=== block 1 ===
<file path="config.mk">
export PLATFORM = sky130hd
export DESIGN_NAME = ps2_scancode_decoder
export DESIGN_NICKNAME = d
export VERILOG_FILES = /design/src/rtl/ps2_scancode_decoder.sv
export SDC_FILE = /design/constraint.sdc
export NUM_CORES = 1
export LEC_CHECK = 0
export CAP_MARGIN = 20
export CORE_MARGIN = 2
export CORE_UTILIZATION = 50
export DETAILED_ROUTE_END_ITERATION = 7
export PLACE_DENSITY_LB_ADDON = 0.1
export SYNTH_ARGS = -nofsm -noshare
export SYNTH_HDL_FRONTEND = slang
export SYNTH_SLANG_ARGS = --single-unit
</file>
<file path="constraint.sdc">
create_clock -name CLOCK_50 -period 4.1 [get_ports CLOCK_50]
set_input_delay 0.82 -clock CLOCK_50 [delete_from_list [all_inputs] [get_ports CLOCK_50]]
set_output_delay 0.82 -clock CLOCK_50 [all_outputs]
set_load 0.03 [all_outputs]
</file>
<file path="src/rtl/ps2_scancode_decoder.sv">
// ---------------------------------------------------------------------------
// PS2ScancodeDecoder
//
// Purpose:
//   Turns a stream of PS/2 set-2 scancode bytes into ASCII characters and
//   buffers them in a small show-ahead FIFO for a consumer.
//
//   A four-state prefix FSM (IDLE, E0, F0, E0F0) classifies every byte as a
//   make, extended make, break or extended break. Make codes are translated
//   through a US-layout table. The translation takes the shift and ctrl
//   modifier registers into account; left and right keys are tracked
//   separately. The translated byte is registered one cycle after its
//   scancode strobe and written into the FIFO on the cycle after that.
//
// Parameters:
//   FIFO_DEPTH      number of ASCII bytes buffered (power of two, 2..64)
//
// Ports:
//   CLOCK_50        system clock, all logic on the rising edge
//   rst             synchronous active-high reset
//   scancode        set-2 byte from the keyboard receiver
//   scancode_ready  one-cycle strobe qualifying scancode
//   key_data        ASCII byte at the FIFO head, 8'h00 when empty
//   key_valid       high while the FIFO holds at least one byte
//   key_pop         removes the head byte; ignored when empty
//   fifo_full       high while the FIFO holds FIFO_DEPTH bytes
//   overflow        sticky flag, a translated byte was dropped (full FIFO)
//
// Configuration:
//   KBD_CAPS_LOCK_EN  when defined, make 8'h58 toggles a caps-lock register
//                     and letters are upper-case when caps XOR shift.
//                     When undefined, 8'h58 is just an unmapped make.
// ---------------------------------------------------------------------------
module ps2_scancode_decoder #(
    parameter int FIFO_DEPTH = 8
) (
    input  logic       CLOCK_50,
    input  logic       rst,
    input  logic [7:0] scancode,
    input  logic       scancode_ready,
    output logic [7:0] key_data,
    output logic       key_valid,
    input  logic       key_pop,
    output logic       fifo_full,
    output logic       overflow
);

    localparam int AW = (FIFO_DEPTH > 1) ? $clog2(FIFO_DEPTH) : 1;
    localparam int CW = AW + 1;

    typedef enum logic [1:0] {
        IDLE,
        E0,
        F0,
        E0F0
    } state_t;

    state_t      r_state;
    logic        r_shiftL;
    logic        r_shiftR;
    logic        r_ctrlL;
    logic        r_ctrlR;
    logic        r_xlatValid;
    logic [7:0]  r_xlatData;

    logic [7:0]  r_mem [FIFO_DEPTH];
    logic [AW-1:0] r_wrPtr;
    logic [AW-1:0] r_rdPtr;
    logic [CW-1:0] r_count;
    logic        r_overflow;

    logic        w_isE0;
    logic        w_isF0;
    logic        w_ignored;
    logic        w_make;
    logic        w_extMake;
    logic        w_break;
    logic        w_extBreak;
    logic        w_shift;
    logic        w_ctrl;
    logic        w_capsActive;
    logic [17:0] w_lookup;
    logic        w_xlatValid;
    logic [7:0]  w_xlatData;
    logic        w_empty;
    logic        w_full;
    logic        w_pop;
    logic        w_push;

    // US-layout table for normal make codes.
    // Result packing: {hit, isLetter, unshifted ASCII, shifted ASCII}.
    function automatic logic [17:0] lookup(input logic [7:0] code);
        logic [17:0] f;
        case (code)
            8'h1C: f = {2'b11, "a", "A"};
            8'h32: f = {2'b11, "b", "B"};
            8'h21: f = {2'b11, "c", "C"};
            8'h23: f = {2'b11, "d", "D"};
            8'h24: f = {2'b11, "e", "E"};
            8'h2B: f = {2'b11, "f", "F"};
            8'h34: f = {2'b11, "g", "G"};
            8'h33: f = {2'b11, "h", "H"};
            8'h43: f = {2'b11, "i", "I"};
            8'h3B: f = {2'b11, "j", "J"};
            8'h42: f = {2'b11, "k", "K"};
            8'h4B: f = {2'b11, "l", "L"};
            8'h3A: f = {2'b11, "m", "M"};
            8'h31: f = {2'b11, "n", "N"};
            8'h44: f = {2'b11, "o", "O"};
            8'h4D: f = {2'b11, "p", "P"};
            8'h15: f = {2'b11, "q", "Q"};
            8'h2D: f = {2'b11, "r", "R"};
            8'h1B: f = {2'b11, "s", "S"};
            8'h2C: f = {2'b11, "t", "T"};
            8'h3C: f = {2'b11, "u", "U"};
            8'h2A: f = {2'b11, "v", "V"};
            8'h1D: f = {2'b11, "w", "W"};
            8'h22: f = {2'b11, "x", "X"};
            8'h35: f = {2'b11, "y", "Y"};
            8'h1A: f = {2'b11, "z", "Z"};
            8'h45: f = {2'b10, "0", ")"};
            8'h16: f = {2'b10, "1", "!"};
            8'h1E: f = {2'b10, "2", "@"};
            8'h26: f = {2'b10, "3", "#"};
            8'h25: f = {2'b10, "4", "$"};
            8'h2E: f = {2'b10, "5", "%"};
            8'h36: f = {2'b10, "6", "^"};
            8'h3D: f = {2'b10, "7", "&"};
            8'h3E: f = {2'b10, "8", "*"};
            8'h46: f = {2'b10, "9", "("};
            8'h4E: f = {2'b10, "-", "_"};
            8'h55: f = {2'b10, "=", "+"};
            8'h54: f = {2'b10, "[", "{"};
            8'h5B: f = {2'b10, "]", "}"};
            8'h4C: f = {2'b10, ";", ":"};
            8'h52: f = {2'b10, "'", "\""};
            8'h41: f = {2'b10, ",", "<"};
            8'h49: f = {2'b10, ".", ">"};
            8'h4A: f = {2'b10, "/", "?"};
            8'h0E: f = {2'b10, 8'h60, "~"};
            8'h5D: f = {2'b10, "\\", "|"};
            8'h29: f = {2'b10, 8'h20, 8'h20};
            8'h5A: f = {2'b10, 8'h0D, 8'h0D};
            8'h66: f = {2'b10, 8'h08, 8'h08};
            8'h76: f = {2'b10, 8'h1B, 8'h1B};
            8'h0D: f = {2'b10, 8'h09, 8'h09};
            default: f = 18'h0;
        endcase
        return f;
    endfunction

    // Classify the incoming byte against the current prefix state. Exactly
    // one of make/extMake/break/extBreak can fire, and only on a strobe.
    always_comb begin
        w_isE0     = (scancode == 8'hE0);
        w_isF0     = (scancode == 8'hF0);
        w_ignored  = (scancode == 8'hAA) || (scancode == 8'hFA) ||
                     (scancode == 8'hFE) || (scancode == 8'h00) ||
                     (scancode == 8'hFF);
        w_make     = scancode_ready && (r_state == IDLE) &&
                     !w_isE0 && !w_isF0 && !w_ignored;
        w_extMake  = scancode_ready && (r_state == E0) && !w_isE0 && !w_isF0;
        w_break    = scancode_ready && (r_state == F0) && !w_isF0;
        w_extBreak = scancode_ready && (r_state == E0F0);
    end

    assign w_shift = r_shiftL | r_shiftR;
    assign w_ctrl  = r_ctrlL | r_ctrlR;

`ifdef KBD_CAPS_LOCK_EN
    logic r_caps;

    // Caps lock flips on each make of 8'h58; its break is simply ignored.
    always_ff @(posedge CLOCK_50) begin
        if (rst) begin
            r_caps <= 1'b0;
        end else if (w_make && (scancode == 8'h58)) begin
            r_caps <= ~r_caps;
        end
    end

    assign w_capsActive = r_caps;
`else
    assign w_capsActive = 1'b0;
`endif

    // Translate a make into ASCII. Ctrl only affects letters and beats
    // shift; caps lock only affects letters.
    always_comb begin
        w_lookup    = lookup(scancode);
        w_xlatValid = 1'b0;
        w_xlatData  = 8'h00;
        if (w_make && w_lookup[17]) begin
            w_xlatValid = 1'b1;
            if (w_lookup[16] && w_ctrl) begin
                w_xlatData = w_lookup[7:0] & 8'h1F;
            end else if (w_lookup[16]) begin
                w_xlatData = (w_shift ^ w_capsActive) ? w_lookup[7:0] : w_lookup[15:8];
            end else begin
                w_xlatData = w_shift ? w_lookup[7:0] : w_lookup[15:8];
            end
        end else if (w_extMake && (scancode == 8'h5A)) begin
            w_xlatValid = 1'b1;
            w_xlatData  = 8'h0D;
        end
    end

    // Prefix FSM, modifier tracking and the translation register. The
    // modifiers change on the same edge that registers a translation, so a
    // modifier make only influences the bytes that follow it.
    always_ff @(posedge CLOCK_50) begin
        if (rst) begin
            r_state     <= IDLE;
            r_shiftL    <= 1'b0;
            r_shiftR    <= 1'b0;
            r_ctrlL     <= 1'b0;
            r_ctrlR     <= 1'b0;
            r_xlatValid <= 1'b0;
            r_xlatData  <= 8'h00;
        end else begin
            r_xlatValid <= w_xlatValid;
            r_xlatData  <= w_xlatData;

            if (scancode_ready) begin
                case (r_state)
                    IDLE: begin
                        if (w_isE0) begin
                            r_state <= E0;
                        end else if (w_isF0) begin
                            r_state <= F0;
                        end
                    end
                    E0: begin
                        if (w_isF0) begin
                            r_state <= E0F0;
                        end else if (!w_isE0) begin
                            r_state <= IDLE;
                        end
                    end
                    F0: begin
                        if (!w_isF0) begin
                            r_state <= IDLE;
                        end
                    end
                    default: begin
                        r_state <= IDLE;
                    end
                endcase
            end

            if (w_make && (scancode == 8'h12)) r_shiftL <= 1'b1;
            if (w_break && (scancode == 8'h12)) r_shiftL <= 1'b0;
            if (w_make && (scancode == 8'h59)) r_shiftR <= 1'b1;
            if (w_break && (scancode == 8'h59)) r_shiftR <= 1'b0;
            if (w_make && (scancode == 8'h14)) r_ctrlL <= 1'b1;
            if (w_break && (scancode == 8'h14)) r_ctrlL <= 1'b0;
            if (w_extMake && (scancode == 8'h14)) r_ctrlR <= 1'b1;
            if (w_extBreak && (scancode == 8'h14)) r_ctrlR <= 1'b0;
        end
    end

    // A push into a full FIFO is still accepted when a pop frees a slot on
    // the same edge.
    assign w_empty = (r_count == '0);
    assign w_full  = (r_count == CW'(FIFO_DEPTH));
    assign w_pop   = key_pop && !w_empty;
    assign w_push  = r_xlatValid && (!w_full || w_pop);

    // FIFO pointers, occupancy and the sticky overflow flag.
    always_ff @(posedge CLOCK_50) begin
        if (rst) begin
            r_wrPtr    <= '0;
            r_rdPtr    <= '0;
            r_count    <= '0;
            r_overflow <= 1'b0;
        end else begin
            if (w_push) r_wrPtr <= r_wrPtr + AW'(1);
            if (w_pop)  r_rdPtr <= r_rdPtr + AW'(1);
            if (w_push && !w_pop) begin
                r_count <= r_count + CW'(1);
            end else if (w_pop && !w_push) begin
                r_count <= r_count - CW'(1);
            end
            if (r_xlatValid && w_full && !w_pop) r_overflow <= 1'b1;
        end
    end

    // Storage has no reset; stale entries are never visible because the
    // head is gated by the occupancy count.
    always_ff @(posedge CLOCK_50) begin
        if (!rst && w_push) begin
            r_mem[r_wrPtr] <= r_xlatData;
        end
    end

    assign key_valid = !w_empty;
    assign key_data  = w_empty ? 8'h00 : r_mem[r_rdPtr];
    assign fifo_full = w_full;
    assign overflow  = r_overflow;

endmodule
</file>
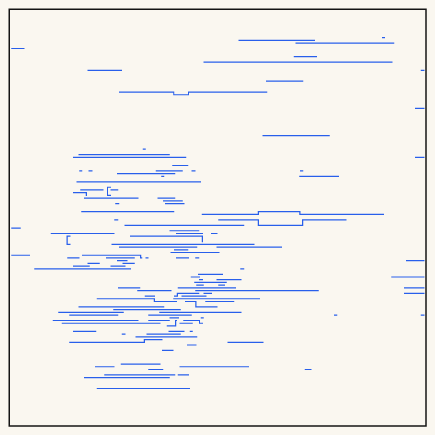
block_1/layer_met3.png
Scale: 4 px per µm.
share of all routed wire: 8.4%
wire length on this layer: 1200 µm
longest straight run: 46.9 µm
nets with wire on the layer: 81
main direction: horizontal
met3 Track Usage GR: 4.85%
final WL: 14200 µm
Vias: 4115

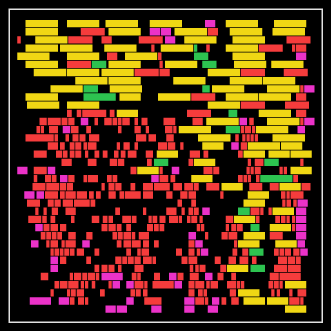
block_1/placement_by_type.png
Scale: 3 px per µm.
[combinational and other logic] red | cells: 366
[sequential cells] yellow | cells: 84
[remaining buffers and delay cells] magenta | cells: 51
[clock drivers and dummy loads] green | cells: 16
post-layout instance area: 0.00564 mm²
final core utilization: 57.9%

==> deck_impl_summary.md <==
Flow Results at a Glance

Outcome
  – Status: finished clean

Power
  – Sequential power: 975 µW
  – Top Consumer: registers
  – Tot Pwr: 2550 µW
  – Int Pwr: 1690 µW
  – Power per cell area: 453 mW/mm²
  – Leak pwr: 0.00195 µW

Place
  – # port buffers: 21
  – DP Area: 0.00541 mm²
  – HPWL after detailed placement: 10400 µm

STA
  – Hold_ws: between 0.4 and 0.5 ns
  – Final critical-path share of the clock period: around four fifths
  – # setup viols final: 0
  – RSZ-0062 raised after global routing: false

Setup path
  – Crit end category: flop
  – Worst-path fanout max: 12
  – Crit path cell chain: clkdlybuf4s50_1 -> inv_1 -> ha_1 -> nand3b_4 -> a21oi_4 -> o221ai_2 -> a211oi_2 -> nand2b_2 -> a311o_1 -> a311oi_2
  – Worst path bufs/invs: 2
  – CP Launch Type: primary input
  – Start-to-end type of the worst setup path: primary input to flop
  – Worst path slowest cell: ha_1
  – Reg2Reg Setup Slack: 1.19 ns

Clock network
  – H-Tree Depth: 3
  – TritonCTS Buffers: 9
  – CTS tree: built
  – Clock latency (worst-skew pair): 0.35 ns
  – Post-CTS Setup Repair Bufs: 0
  – Worst-path clk slew: 0.09 ns
  – Root Buffer: clkbuf_8

Cells and area
  – Syn-to-layout area delta: 13.2%
  – Most used logic cell in the final layout: edfxtp_1
  – Layout clock area frac: 3.97%
  – Clkbuf count: 10
  – Fillcell total: 865
  – Share of layout cells above drive strength 1: between 10 and 15%
  – Final cell count without fillers: roughly 650
  – Largest reg by FF count: r_mem

Min path
  – Min-Delay Path Depth: 2

Global routing
  – Initial antenna violation count: 0
  – Busiest layer in global routing: met2
  – Largest net degree at the start of global routing: 35
  – Total gr overflow: 0
  – First-pass GRT wire length: 22500 µm
  – Number of global-route vias before repair: 3942
  – Met2 Track Usage GR: between 40% and 50%

Logic synthesis
  – Cells in synth_stat.txt: 482
  – Most common cell in the netlist: edfxtp_1
  – Mux area share: just over 9%
  – YS warnings: 0
  – Yosys stat area: 0.00498 mm²
  – Top-area cell share: 33.8%
  – Xor and xnor area share after synthesis: under 10%
  – Post-synth EDFFs: 56
  – Floorplan Nets: 508
  – AND-OR/OR-AND Cells, Area Fraction: 20.5%

Drt
  – Met2 routed wirelength: around 6500 µm

Floorplan
  – FP Util: 51.2%
  – Die Height: 104 µm
  – Cell row count: 36

=== block 2 ===
block_2/layer_met3.png
Scale: 4 px per µm.
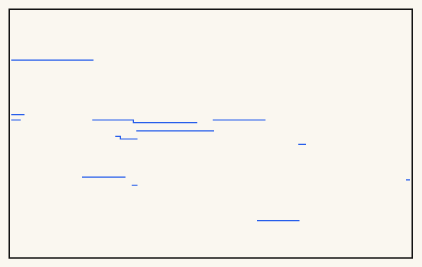
block_2/placement.png
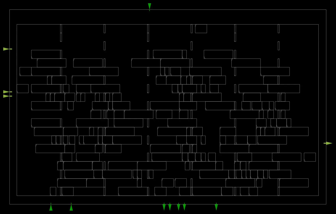
<file path="src/rtl/vend_pkg.sv">
// Shared vending-machine definitions: coin codes and small helpers used by the
// input conditioner, the vending FSM and the dispenser.
package vend_pkg;

  typedef logic [1:0] coin_code_t;

  localparam coin_code_t COIN_NICKEL  = 2'b00;
  localparam coin_code_t COIN_DIME    = 2'b01;
  localparam coin_code_t COIN_QUARTER = 2'b10;
  localparam coin_code_t COIN_NONE    = 2'b11;

  localparam int NUM_COINS = 3;

  // Bit order of the event vector: [0]=nickel, [1]=dime, [2]=quarter.
  function automatic coin_code_t code_of(input logic [NUM_COINS-1:0] onehot);
    coin_code_t code;
    case (onehot)
      3'b001:  code = COIN_NICKEL;
      3'b010:  code = COIN_DIME;
      3'b100:  code = COIN_QUARTER;
      default: code = COIN_NONE;
    endcase
    return code;
  endfunction

  function automatic logic [1:0] count_ones3(input logic [NUM_COINS-1:0] v);
    return 2'(v[0]) + 2'(v[1]) + 2'(v[2]);
  endfunction

endpackage

</file>
<file path="src/rtl/coin_input_conditioner_if.sv">
// Raw sensor inputs and conditioned event outputs of the coin front end.
interface coin_input_conditioner_if;
  import vend_pkg::*;

  logic       nickel_raw;
  logic       dime_raw;
  logic       quarter_raw;
  logic       done_raw;

  // coin_valid, done_pulse and coin_reject are single-cycle strobes with no
  // ready/backpressure: the consumer must sample them every clock.
  logic       coin_valid;
  coin_code_t coin_code;
  logic       done_pulse;
  logic       coin_reject;
  logic       lockout_active;

  modport master (
    output nickel_raw, dime_raw, quarter_raw, done_raw,
    input  coin_valid, coin_code, done_pulse, coin_reject, lockout_active
  );

  modport slave (
    input  nickel_raw, dime_raw, quarter_raw, done_raw,
    output coin_valid, coin_code, done_pulse, coin_reject, lockout_active
  );

endinterface

</file>
<file path="src/rtl/coin_input_conditioner_debounce_channel.sv">
// One raw input: 2-flop synchronizer, debounce counter and stable level.
// rise pulses for one cycle when the stable level goes 0->1.
module debounce_channel #(
  parameter int DEBOUNCE_CYCLES = 16
) (
  input  logic clk,
  input  logic reset,
  input  logic raw,
  output logic rise
);

  localparam int CW = $clog2(DEBOUNCE_CYCLES + 1);

  logic          sync1;
  logic          sync2;
  logic          stable;
  logic [CW-1:0] cnt;

  always_ff @(posedge clk or negedge reset) begin
    if (!reset) begin
      sync1  <= 1'b0;
      sync2  <= 1'b0;
      stable <= 1'b0;
      cnt    <= '0;
      rise   <= 1'b0;
    end else begin
      sync1 <= raw;
      sync2 <= sync1;
      rise  <= 1'b0;
      if (sync2 == stable) begin
        cnt <= '0;
      end else if (cnt == CW'(DEBOUNCE_CYCLES)) begin
        // Release is debounced the same way but only a rise is reported.
        stable <= sync2;
        cnt    <= '0;
        rise   <= sync2;
      end else begin
        cnt <= cnt + CW'(1);
      end
    end
  end

endmodule

</file>
<file path="src/rtl/coin_input_conditioner.sv">
// Coin-slot front end: debounces the three coin sensors and the Done button,
// arbitrates coin events, applies post-coin lockout and orders Done after coins.
module coin_input_conditioner
  import vend_pkg::*;
#(
  parameter int DEBOUNCE_CYCLES = 16,
  parameter int LOCKOUT_CYCLES  = 8
) (
  input  logic                     clk,
  input  logic                     reset,
  coin_input_conditioner_if.slave  bus
);

  localparam int LW = $clog2(LOCKOUT_CYCLES + 1);

  logic [3:0]           raw;
  logic [3:0]           rise;
  logic [NUM_COINS-1:0] coin_ev;
  logic [1:0]           n_ev;
  logic                 accept;
  logic                 multi;
  logic                 done_req;
  logic                 done_pend;
  logic [LW-1:0]        lock_cnt;
  logic [LW-1:0]        lock_next;

  logic                 coin_valid_q;
  coin_code_t           coin_code_q;
  logic                 done_pulse_q;
  logic                 coin_reject_q;
  logic                 lockout_active_q;

  assign raw = {bus.done_raw, bus.quarter_raw, bus.dime_raw, bus.nickel_raw};

  for (genvar i = 0; i < 4; i++) begin : g_ch
    debounce_channel #(
      .DEBOUNCE_CYCLES(DEBOUNCE_CYCLES)
    ) u_ch (
      .clk  (clk),
      .reset(reset),
      .raw  (raw[i]),
      .rise (rise[i])
    );
  end

  always_comb begin
    coin_ev  = rise[NUM_COINS-1:0];
    n_ev     = count_ones3(coin_ev);
    // Multi-coin detections are rejected even inside lockout: the event is ambiguous.
    multi    = (n_ev >= 2'd2);
    accept   = (n_ev == 2'd1) && (lock_cnt == '0);
    done_req = rise[3] | done_pend;
    if (accept) begin
      lock_next = LW'(LOCKOUT_CYCLES);
    end else if (lock_cnt != '0) begin
      lock_next = lock_cnt - LW'(1);
    end else begin
      lock_next = lock_cnt;
    end
  end

  always_ff @(posedge clk or negedge reset) begin
    if (!reset) begin
      coin_valid_q     <= 1'b0;
      coin_code_q      <= COIN_NONE;
      done_pulse_q     <= 1'b0;
      coin_reject_q    <= 1'b0;
      lockout_active_q <= 1'b0;
      done_pend        <= 1'b0;
      lock_cnt         <= '0;
    end else begin
      coin_valid_q     <= accept;
      coin_reject_q    <= multi;
      // A Done that collides with an accepted coin waits one cycle in done_pend.
      done_pulse_q     <= done_req & ~accept;
      done_pend        <= done_req & accept;
      lock_cnt         <= lock_next;
      lockout_active_q <= (lock_next != '0);
      if (accept) begin
        coin_code_q <= code_of(coin_ev);
      end
    end
  end

  assign bus.coin_valid     = coin_valid_q;
  assign bus.coin_code      = coin_code_q;
  assign bus.done_pulse     = done_pulse_q;
  assign bus.coin_reject    = coin_reject_q;
  assign bus.lockout_active = lockout_active_q;

endmodule
</file>
<file path="src/flat_wrapper.sv">
// flat-port wrapper written by rule: the top's interface ports become plain ports
module coin_input_conditioner_flat import vend_pkg::*;
#(
  parameter int DEBOUNCE_CYCLES = 16,
  parameter int LOCKOUT_CYCLES  = 8
)
  (clk, reset, bus_nickel_raw, bus_dime_raw, bus_quarter_raw, bus_done_raw, bus_coin_valid, bus_coin_code, bus_done_pulse, bus_coin_reject, bus_lockout_active);
  coin_input_conditioner_if bus_i ();
  input  logic clk;
  input  logic reset;
  input wire logic [$bits(bus_i.nickel_raw)-1:0] bus_nickel_raw;
  input wire logic [$bits(bus_i.dime_raw)-1:0] bus_dime_raw;
  input wire logic [$bits(bus_i.quarter_raw)-1:0] bus_quarter_raw;
  input wire logic [$bits(bus_i.done_raw)-1:0] bus_done_raw;
  output wire logic [$bits(bus_i.coin_valid)-1:0] bus_coin_valid;
  output wire logic [$bits(bus_i.coin_code)-1:0] bus_coin_code;
  output wire logic [$bits(bus_i.done_pulse)-1:0] bus_done_pulse;
  output wire logic [$bits(bus_i.coin_reject)-1:0] bus_coin_reject;
  output wire logic [$bits(bus_i.lockout_active)-1:0] bus_lockout_active;
  assign bus_i.nickel_raw = bus_nickel_raw;
  assign bus_i.dime_raw = bus_dime_raw;
  assign bus_i.quarter_raw = bus_quarter_raw;
  assign bus_i.done_raw = bus_done_raw;
  assign bus_coin_valid = bus_i.coin_valid;
  assign bus_coin_code = bus_i.coin_code;
  assign bus_done_pulse = bus_i.done_pulse;
  assign bus_coin_reject = bus_i.coin_reject;
  assign bus_lockout_active = bus_i.lockout_active;
  coin_input_conditioner #(.DEBOUNCE_CYCLES(DEBOUNCE_CYCLES), .LOCKOUT_CYCLES(LOCKOUT_CYCLES)) u_core (.clk(clk), .reset(reset), .bus(bus_i));
endmodule
</file>
<file path="config.mk">
export PLATFORM = sky130hd
export DESIGN_NAME = coin_input_conditioner_flat
export DESIGN_NICKNAME = d
export VERILOG_FILES = /design/src/rtl/vend_pkg.sv /design/src/rtl/coin_input_conditioner_if.sv /design/src/rtl/coin_input_conditioner_debounce_channel.sv /design/src/rtl/coin_input_conditioner.sv /design/src/flat_wrapper.sv
export SDC_FILE = /design/constraint.sdc
export NUM_CORES = 1
export LEC_CHECK = 0
export CAP_MARGIN = 40
export CORE_ASPECT_RATIO = 0.6
export CORE_MARGIN = 2
export CORE_UTILIZATION = 36
export DETAILED_ROUTE_END_ITERATION = 7
export SLEW_MARGIN = 25
export SYNTH_ARGS = -nofsm -noshare
export SYNTH_HDL_FRONTEND = slang
export SYNTH_HIERARCHICAL = 1
export SYNTH_SLANG_ARGS = --single-unit
</file>
<file path="constraint.sdc">
create_clock -name clk -period 5.8 [get_ports clk]
set_input_delay 0.58 -clock clk [delete_from_list [all_inputs] [get_ports clk]]
set_output_delay 0.58 -clock clk [all_outputs]
set_load 0.03 [all_outputs]
</file>
==> deck_impl_summary.md <==
Flow Results at a Glance

Logic synthesis
  – Syn Inst Count: 157

Clock network
  – Worst-path clk slew: ~0.080 ns

STA
  – # setup viols final: 0
  – Worst Clk Skew: 0.00368 ns

Cells and area
  – Register area: 0.00118 mm²
  – Gate Area: about 770 µm²
  – Largest reg by FF count: u_core/g_ch.u_ch/cnt
  – Final-layout non-clock buffer area share: 5.44%

Floorplan
  – Core area: 0.00520 mm²

Job
  – Tool warnings: 30

Drt
  – Antenna Nets Post-Route: 0

Outcome
  – Status: finished clean

Setup path
  – CP delay by family, top: simple AND/OR/NAND/NOR gates
  – Crit end category: flop

Global routing
  – Met1 Usage GRT: 15.2%
  – Met2 Track Usage GR: 18.1%
  – Largest net degree at the start of global routing: 31

Power
  – Power per cell area: roughly 300 mW/mm²
## Picture notes: block_2/layer_met3.png
share of all routed wire: 3.8%
nets with wire on the layer: 7
longest straight run: 20.2 µm
wire length on this layer: 114 µm
main direction: horizontal
final WL: 2980 µm
met3 Track Usage GR: 4.25%
Vias: 1120

## Picture notes: block_2/placement.png
cell row count: 20
sequential cell area share: 51.3%
fillcell total: 470
registers: 47
Tapcells: 66


=== block 3 ===
block_3/flops_by_reg.png
Scale: 4 px per µm. Other sequential cells in the stronger gray, the rest of the logic in the fainter gray.
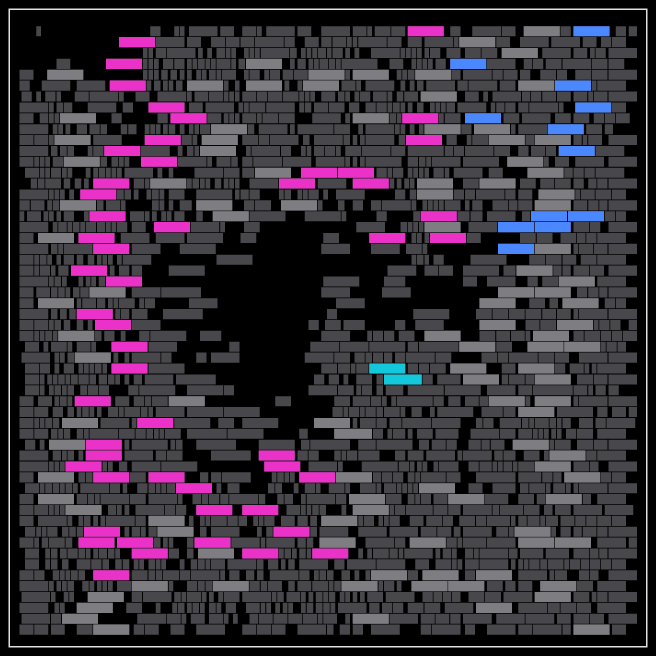
block_3/placement.png
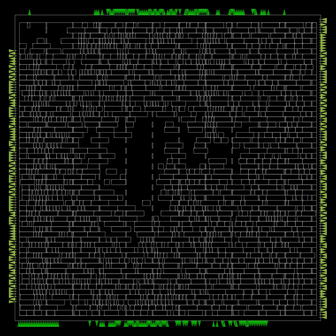
$ cat config.mk
export PLATFORM = sky130hd
export DESIGN_NAME = tlb_walker
export DESIGN_NICKNAME = d
export VERILOG_FILES = /design/src/rtl/tlb_walker.sv
export SDC_FILE = /design/constraint.sdc
export NUM_CORES = 1
export LEC_CHECK = 0
export ABC_AREA = 1
export CORE_MARGIN = 2
export CORE_UTILIZATION = 40
export CTS_CLUSTER_DIAMETER = 120
export DETAILED_ROUTE_END_ITERATION = 8
export GPL_ROUTABILITY_DRIVEN = 1
export PLACE_DENSITY = 0.85
export RECOVER_POWER = 100
export SLEW_MARGIN = 20
export SYNTH_ARGS = -nofsm -noshare
export SYNTH_HDL_FRONTEND = slang
export SYNTH_SLANG_ARGS = --single-unit
$ cat constraint.sdc
create_clock -name clk -period 2.1 [get_ports clk]
set_clock_uncertainty 0.2 [all_clocks]
set_input_delay 0.42 -clock clk [delete_from_list [all_inputs] [get_ports clk]]
set_output_delay 0.42 -clock clk [all_outputs]
set_load 0.1 [all_outputs]
$ cat src/rtl/tlb_walker.sv
// Radix page-table walker: turns a TLB miss into a chain of PTE reads, one level
// at a time, and hands back either a leaf translation or a fault to the fill path.
module tlb_walker #(
  parameter int ADDR   = 64,
  parameter int PAGE   = 12,
  parameter int PCID   = 12,
  parameter int LEVELS = 4,
  parameter int IDX    = 9
) (
  input  logic                 clk,
  input  logic                 rst_n,
  input  logic                 i_miss_valid,
  output logic                 o_miss_ready,
  input  logic [ADDR-1:0]      i_miss_vaddr,
  input  logic [PCID-1:0]      i_miss_pcid,
  input  logic [ADDR-PAGE-1:0] i_root_ppn,
  input  logic                 i_flush,
  output logic                 o_mem_req_valid,
  input  logic                 i_mem_req_ready,
  output logic [ADDR-1:0]      o_mem_req_addr,
  input  logic                 i_mem_rsp_valid,
  input  logic [63:0]          i_mem_rsp_data,
  output logic                 o_fill_valid,
  input  logic                 i_fill_ready,
  output logic [ADDR-PAGE-1:0] o_fill_vpn,
  output logic [PCID-1:0]      o_fill_pcid,
  output logic [ADDR-PAGE-1:0] o_fill_ppn,
  output logic                 o_fill_fault
);

  localparam int LVL_W = (LEVELS > 1) ? $clog2(LEVELS) : 1;

  typedef enum logic [1:0] {S_IDLE, S_REQ, S_WAIT, S_DONE} state_t;

  state_t               r_state;
  state_t               w_state_next;
  logic [ADDR-1:0]      r_vaddr;
  logic [PCID-1:0]      r_pcid;
  logic [ADDR-PAGE-1:0] r_table_ppn;
  logic [ADDR-PAGE-1:0] r_ppn;
  logic [LVL_W-1:0]     r_level;
  logic                 r_drop;
  logic                 r_fault;

  logic [IDX-1:0]       w_idx [LEVELS];
  logic [IDX-1:0]       w_idx_sel;
  logic                 w_accept;
  logic                 w_req_fire;
  logic                 w_last;
  logic                 w_present;
  logic                 w_drop_now;
  logic [ADDR-PAGE-1:0] w_rsp_ppn;

  // Level 0 consumes the most significant VPN slice; bits above the top slice are ignored.
  generate
    for (genvar gi = 0; gi < LEVELS; gi++) begin : g_idx
      assign w_idx[gi] = r_vaddr[PAGE+IDX*(LEVELS-gi)-1 -: IDX];
    end
  endgenerate

  assign w_idx_sel  = w_idx[r_level];
  assign w_accept   = (r_state == S_IDLE) && i_miss_valid && !i_flush;
  assign w_req_fire = (r_state == S_REQ) && i_mem_req_ready;
  assign w_last     = (r_level == LVL_W'(LEVELS-1));
  assign w_present  = i_mem_rsp_data[0];
  assign w_drop_now = r_drop || i_flush;
  assign w_rsp_ppn  = i_mem_rsp_data[ADDR-1:PAGE];

  always_ff @(posedge clk or negedge rst_n) begin
    if (!rst_n) begin
      r_state <= S_IDLE;
    end else begin
      r_state <= w_state_next;
    end
  end

  always_comb begin
    w_state_next    = r_state;
    o_miss_ready    = 1'b0;
    o_mem_req_valid = 1'b0;
    o_mem_req_addr  = '0;
    o_fill_valid    = 1'b0;
    o_fill_vpn      = '0;
    o_fill_pcid     = '0;
    o_fill_ppn      = '0;
    o_fill_fault    = 1'b0;
    unique case (r_state)
      S_IDLE: begin
        o_miss_ready = 1'b1;
        if (w_accept) w_state_next = S_REQ;
      end
      S_REQ: begin
        o_mem_req_valid = 1'b1;
        o_mem_req_addr  = {r_table_ppn, w_idx_sel, 3'b000};
        // A request taken by memory must have its response consumed, so acceptance beats flush.
        if (i_mem_req_ready)  w_state_next = S_WAIT;
        else if (i_flush)     w_state_next = S_IDLE;
      end
      S_WAIT: begin
        if (i_mem_rsp_valid) begin
          if (w_drop_now)              w_state_next = S_IDLE;
          else if (!w_present || w_last) w_state_next = S_DONE;
          else                         w_state_next = S_REQ;
        end
      end
      S_DONE: begin
        o_fill_valid = 1'b1;
        o_fill_vpn   = r_vaddr[ADDR-1:PAGE];
        o_fill_pcid  = r_pcid;
        o_fill_ppn   = r_ppn;
        o_fill_fault = r_fault;
        if (i_fill_ready) w_state_next = S_IDLE;
      end
      default: w_state_next = S_IDLE;
    endcase
  end

  always_ff @(posedge clk or negedge rst_n) begin
    if (!rst_n) begin
      r_vaddr     <= '0;
      r_pcid      <= '0;
      r_table_ppn <= '0;
      r_ppn       <= '0;
      r_level     <= '0;
      r_drop      <= 1'b0;
      r_fault     <= 1'b0;
    end else begin
      unique case (r_state)
        S_IDLE: begin
          if (w_accept) begin
            r_vaddr     <= i_miss_vaddr;
            r_pcid      <= i_miss_pcid;
            r_table_ppn <= i_root_ppn;
            r_level     <= '0;
            r_drop      <= 1'b0;
            r_fault     <= 1'b0;
            r_ppn       <= '0;
          end
        end
        S_REQ: begin
          if (w_req_fire && i_flush) r_drop <= 1'b1;
        end
        S_WAIT: begin
          if (i_flush) r_drop <= 1'b1;
          if (i_mem_rsp_valid) begin
            r_drop <= 1'b0;
            if (!w_drop_now) begin
              if (!w_present) begin
                r_fault <= 1'b1;
                r_ppn   <= '0;
              end else if (w_last) begin
                r_fault <= 1'b0;
                r_ppn   <= w_rsp_ppn;
              end else begin
                r_table_ppn <= w_rsp_ppn;
                r_level     <= r_level + 1'b1;
              end
            end
          end
        end
        default: ;
      endcase
    end
  end

endmodule
==> deck_impl_summary.md <==
Flow Results at a Glance

Outcome
  – Status: finished, violations left
  – Failing checks: setup timing

Setup path
  – Worst path bufs/invs: 4
  – R2r worst-path depth: 12
  – WP depth: 6
  – Worst path slowest cell: dfrtp_1
  – Crit. Startpoint: r_state[1]$_DFFE_PN0P_
  – R2r startpoint: r_state[1]$_DFFE_PN0P_
  – Crit end category: output pin
  – Worst endpoint required time: roughly 1.5 ns
  – Worst reg2reg endpoint: r_ppn[41]$_DFFE_PN0P_
  – CP delay by family, top: buffers and inverters

Global routing
  – Met1 Usage GRT: 33.2%
  – Met2 Track Usage GR: 52.3%
  – Initial antenna violation count: 0
  – Met3 Track Usage GR: 7.29%

Clock network
  – TritonCTS Buffers: 17
  – Root Buffer: clkbuf_16
  – Clock tree sinks: about 170
  – Post-CTS Hold Buffers: 1
  – H-Tree Depth: 4
  – Clk buf depth: 2
  – Post-CTS Resized: about 140

Cells and area
  – Signal buffers: 477
  – Regs by FF count: r_ppn: 52 flops, r_table_ppn: 52 flops, r_vaddr: 52 flops
  – Post-layout instance area: between 0.015 and 0.02 mm²
  – Most used logic cell in the final layout: nand2_1
  – Non-CTS inverters: 213
  – Leading cell kind: non-clock buffers
  – Mi-comb count: 846
  – NumNets Final: slightly below 2000

STA
  – Final TNS setup: -79.42 ns
  – Measured slew at the worst slew-check pin: 0.991 ns
  – Hold_ws: 0.271 ns
  – # setup viols final: 351
  – Worst Slack Setup Final: -0.375 ns

Power
  – Leak pwr: 0.00820 µW
  – Top Consumer: combinational logic
  – Logic pwr share: ~66%
  – Clock Power: ~3100 µW
  – Sw Pwr: 13100 µW
  – Tot Pwr: around 26000 µW
  – Power per cell area: between 1000 and 1500 mW/mm²
  – Clk network pwr share: 11.9%
  – Int Pwr: 13200 µW
  – Sw Ratio: 49.9%
  – Sequential power: 5950 µW

Logic synthesis
  – Avg Inst Size Synth: 7.31 µm²
  – Simple-gate share of the synthesized area: 30.0%
  – Sequential share of the synthesized area: a little under half
  – AND-OR/OR-AND Cells, Area Fraction: 3.55%
  – Top area cell types: dfrtp_1 45%, nand2_1 19%, inv_1 8.2%, mux2_2 6.6%, nand3_1 5.6%
  – Dominant comb cell: simple AND/OR/NAND/NOR gates
  – Synth cell count leaders: 495 x nand2_1, 209 x inv_1, 174 x dfrtp_1

Drt
  – Vias: 10800
  – Vias per inst: 5.24
  – Met1 wire length: 14800 µm
  – WL/cell: 19.9 µm
  – DRC errors left: 0
  – Final WL: 40900 µm
  – Met3 wire length: 3300 µm
  – DR top layer: met4
  – Drt pass-1 iters: 5

Min path
  – Worst hold start: r_fault$_DFFE_PN0P_

Place
  – # port buffers: 356
  – HPWL after detailed placement: 25400 µm
  – Placed insts: 1966

Floorplan
  – FP Util: 40.8%

Job
  – Tool warnings: 57
About block_3/flops_by_reg.png:
[r_pcid] blue | flops: 12 | where: upper right
[r_ppn] magenta | flops: 52
[r_state] cyan | flops: 2
register area: 0.00436 mm²
sequential cell area share: 23.3%

About block_3/placement.png:
registers: 174
final cell count without fillers: 2061



==> gallery <==
Wiring by layer.
picture 1
Scale: 4 px per µm. Two of the layers only.
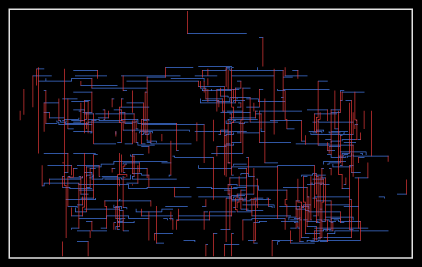
picture 2
Scale: 2 px per µm. Two of the layers only.
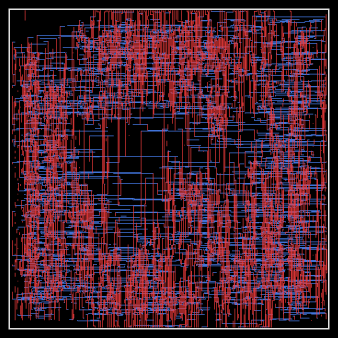
picture 3
Scale: 4 px per µm. Two of the layers only.
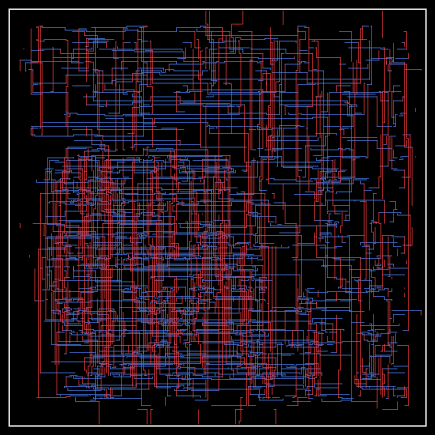
picture 2 -> block 3
picture 3 -> block 1
picture 1 -> block 2
- most wire: picture 2

Key to picture 3:
[metal 2] red | wire length: 6450 µm
[metal 1] blue | wire length: 6080 µm

No activity file was given, so power comes from the tool's default toggle rates.
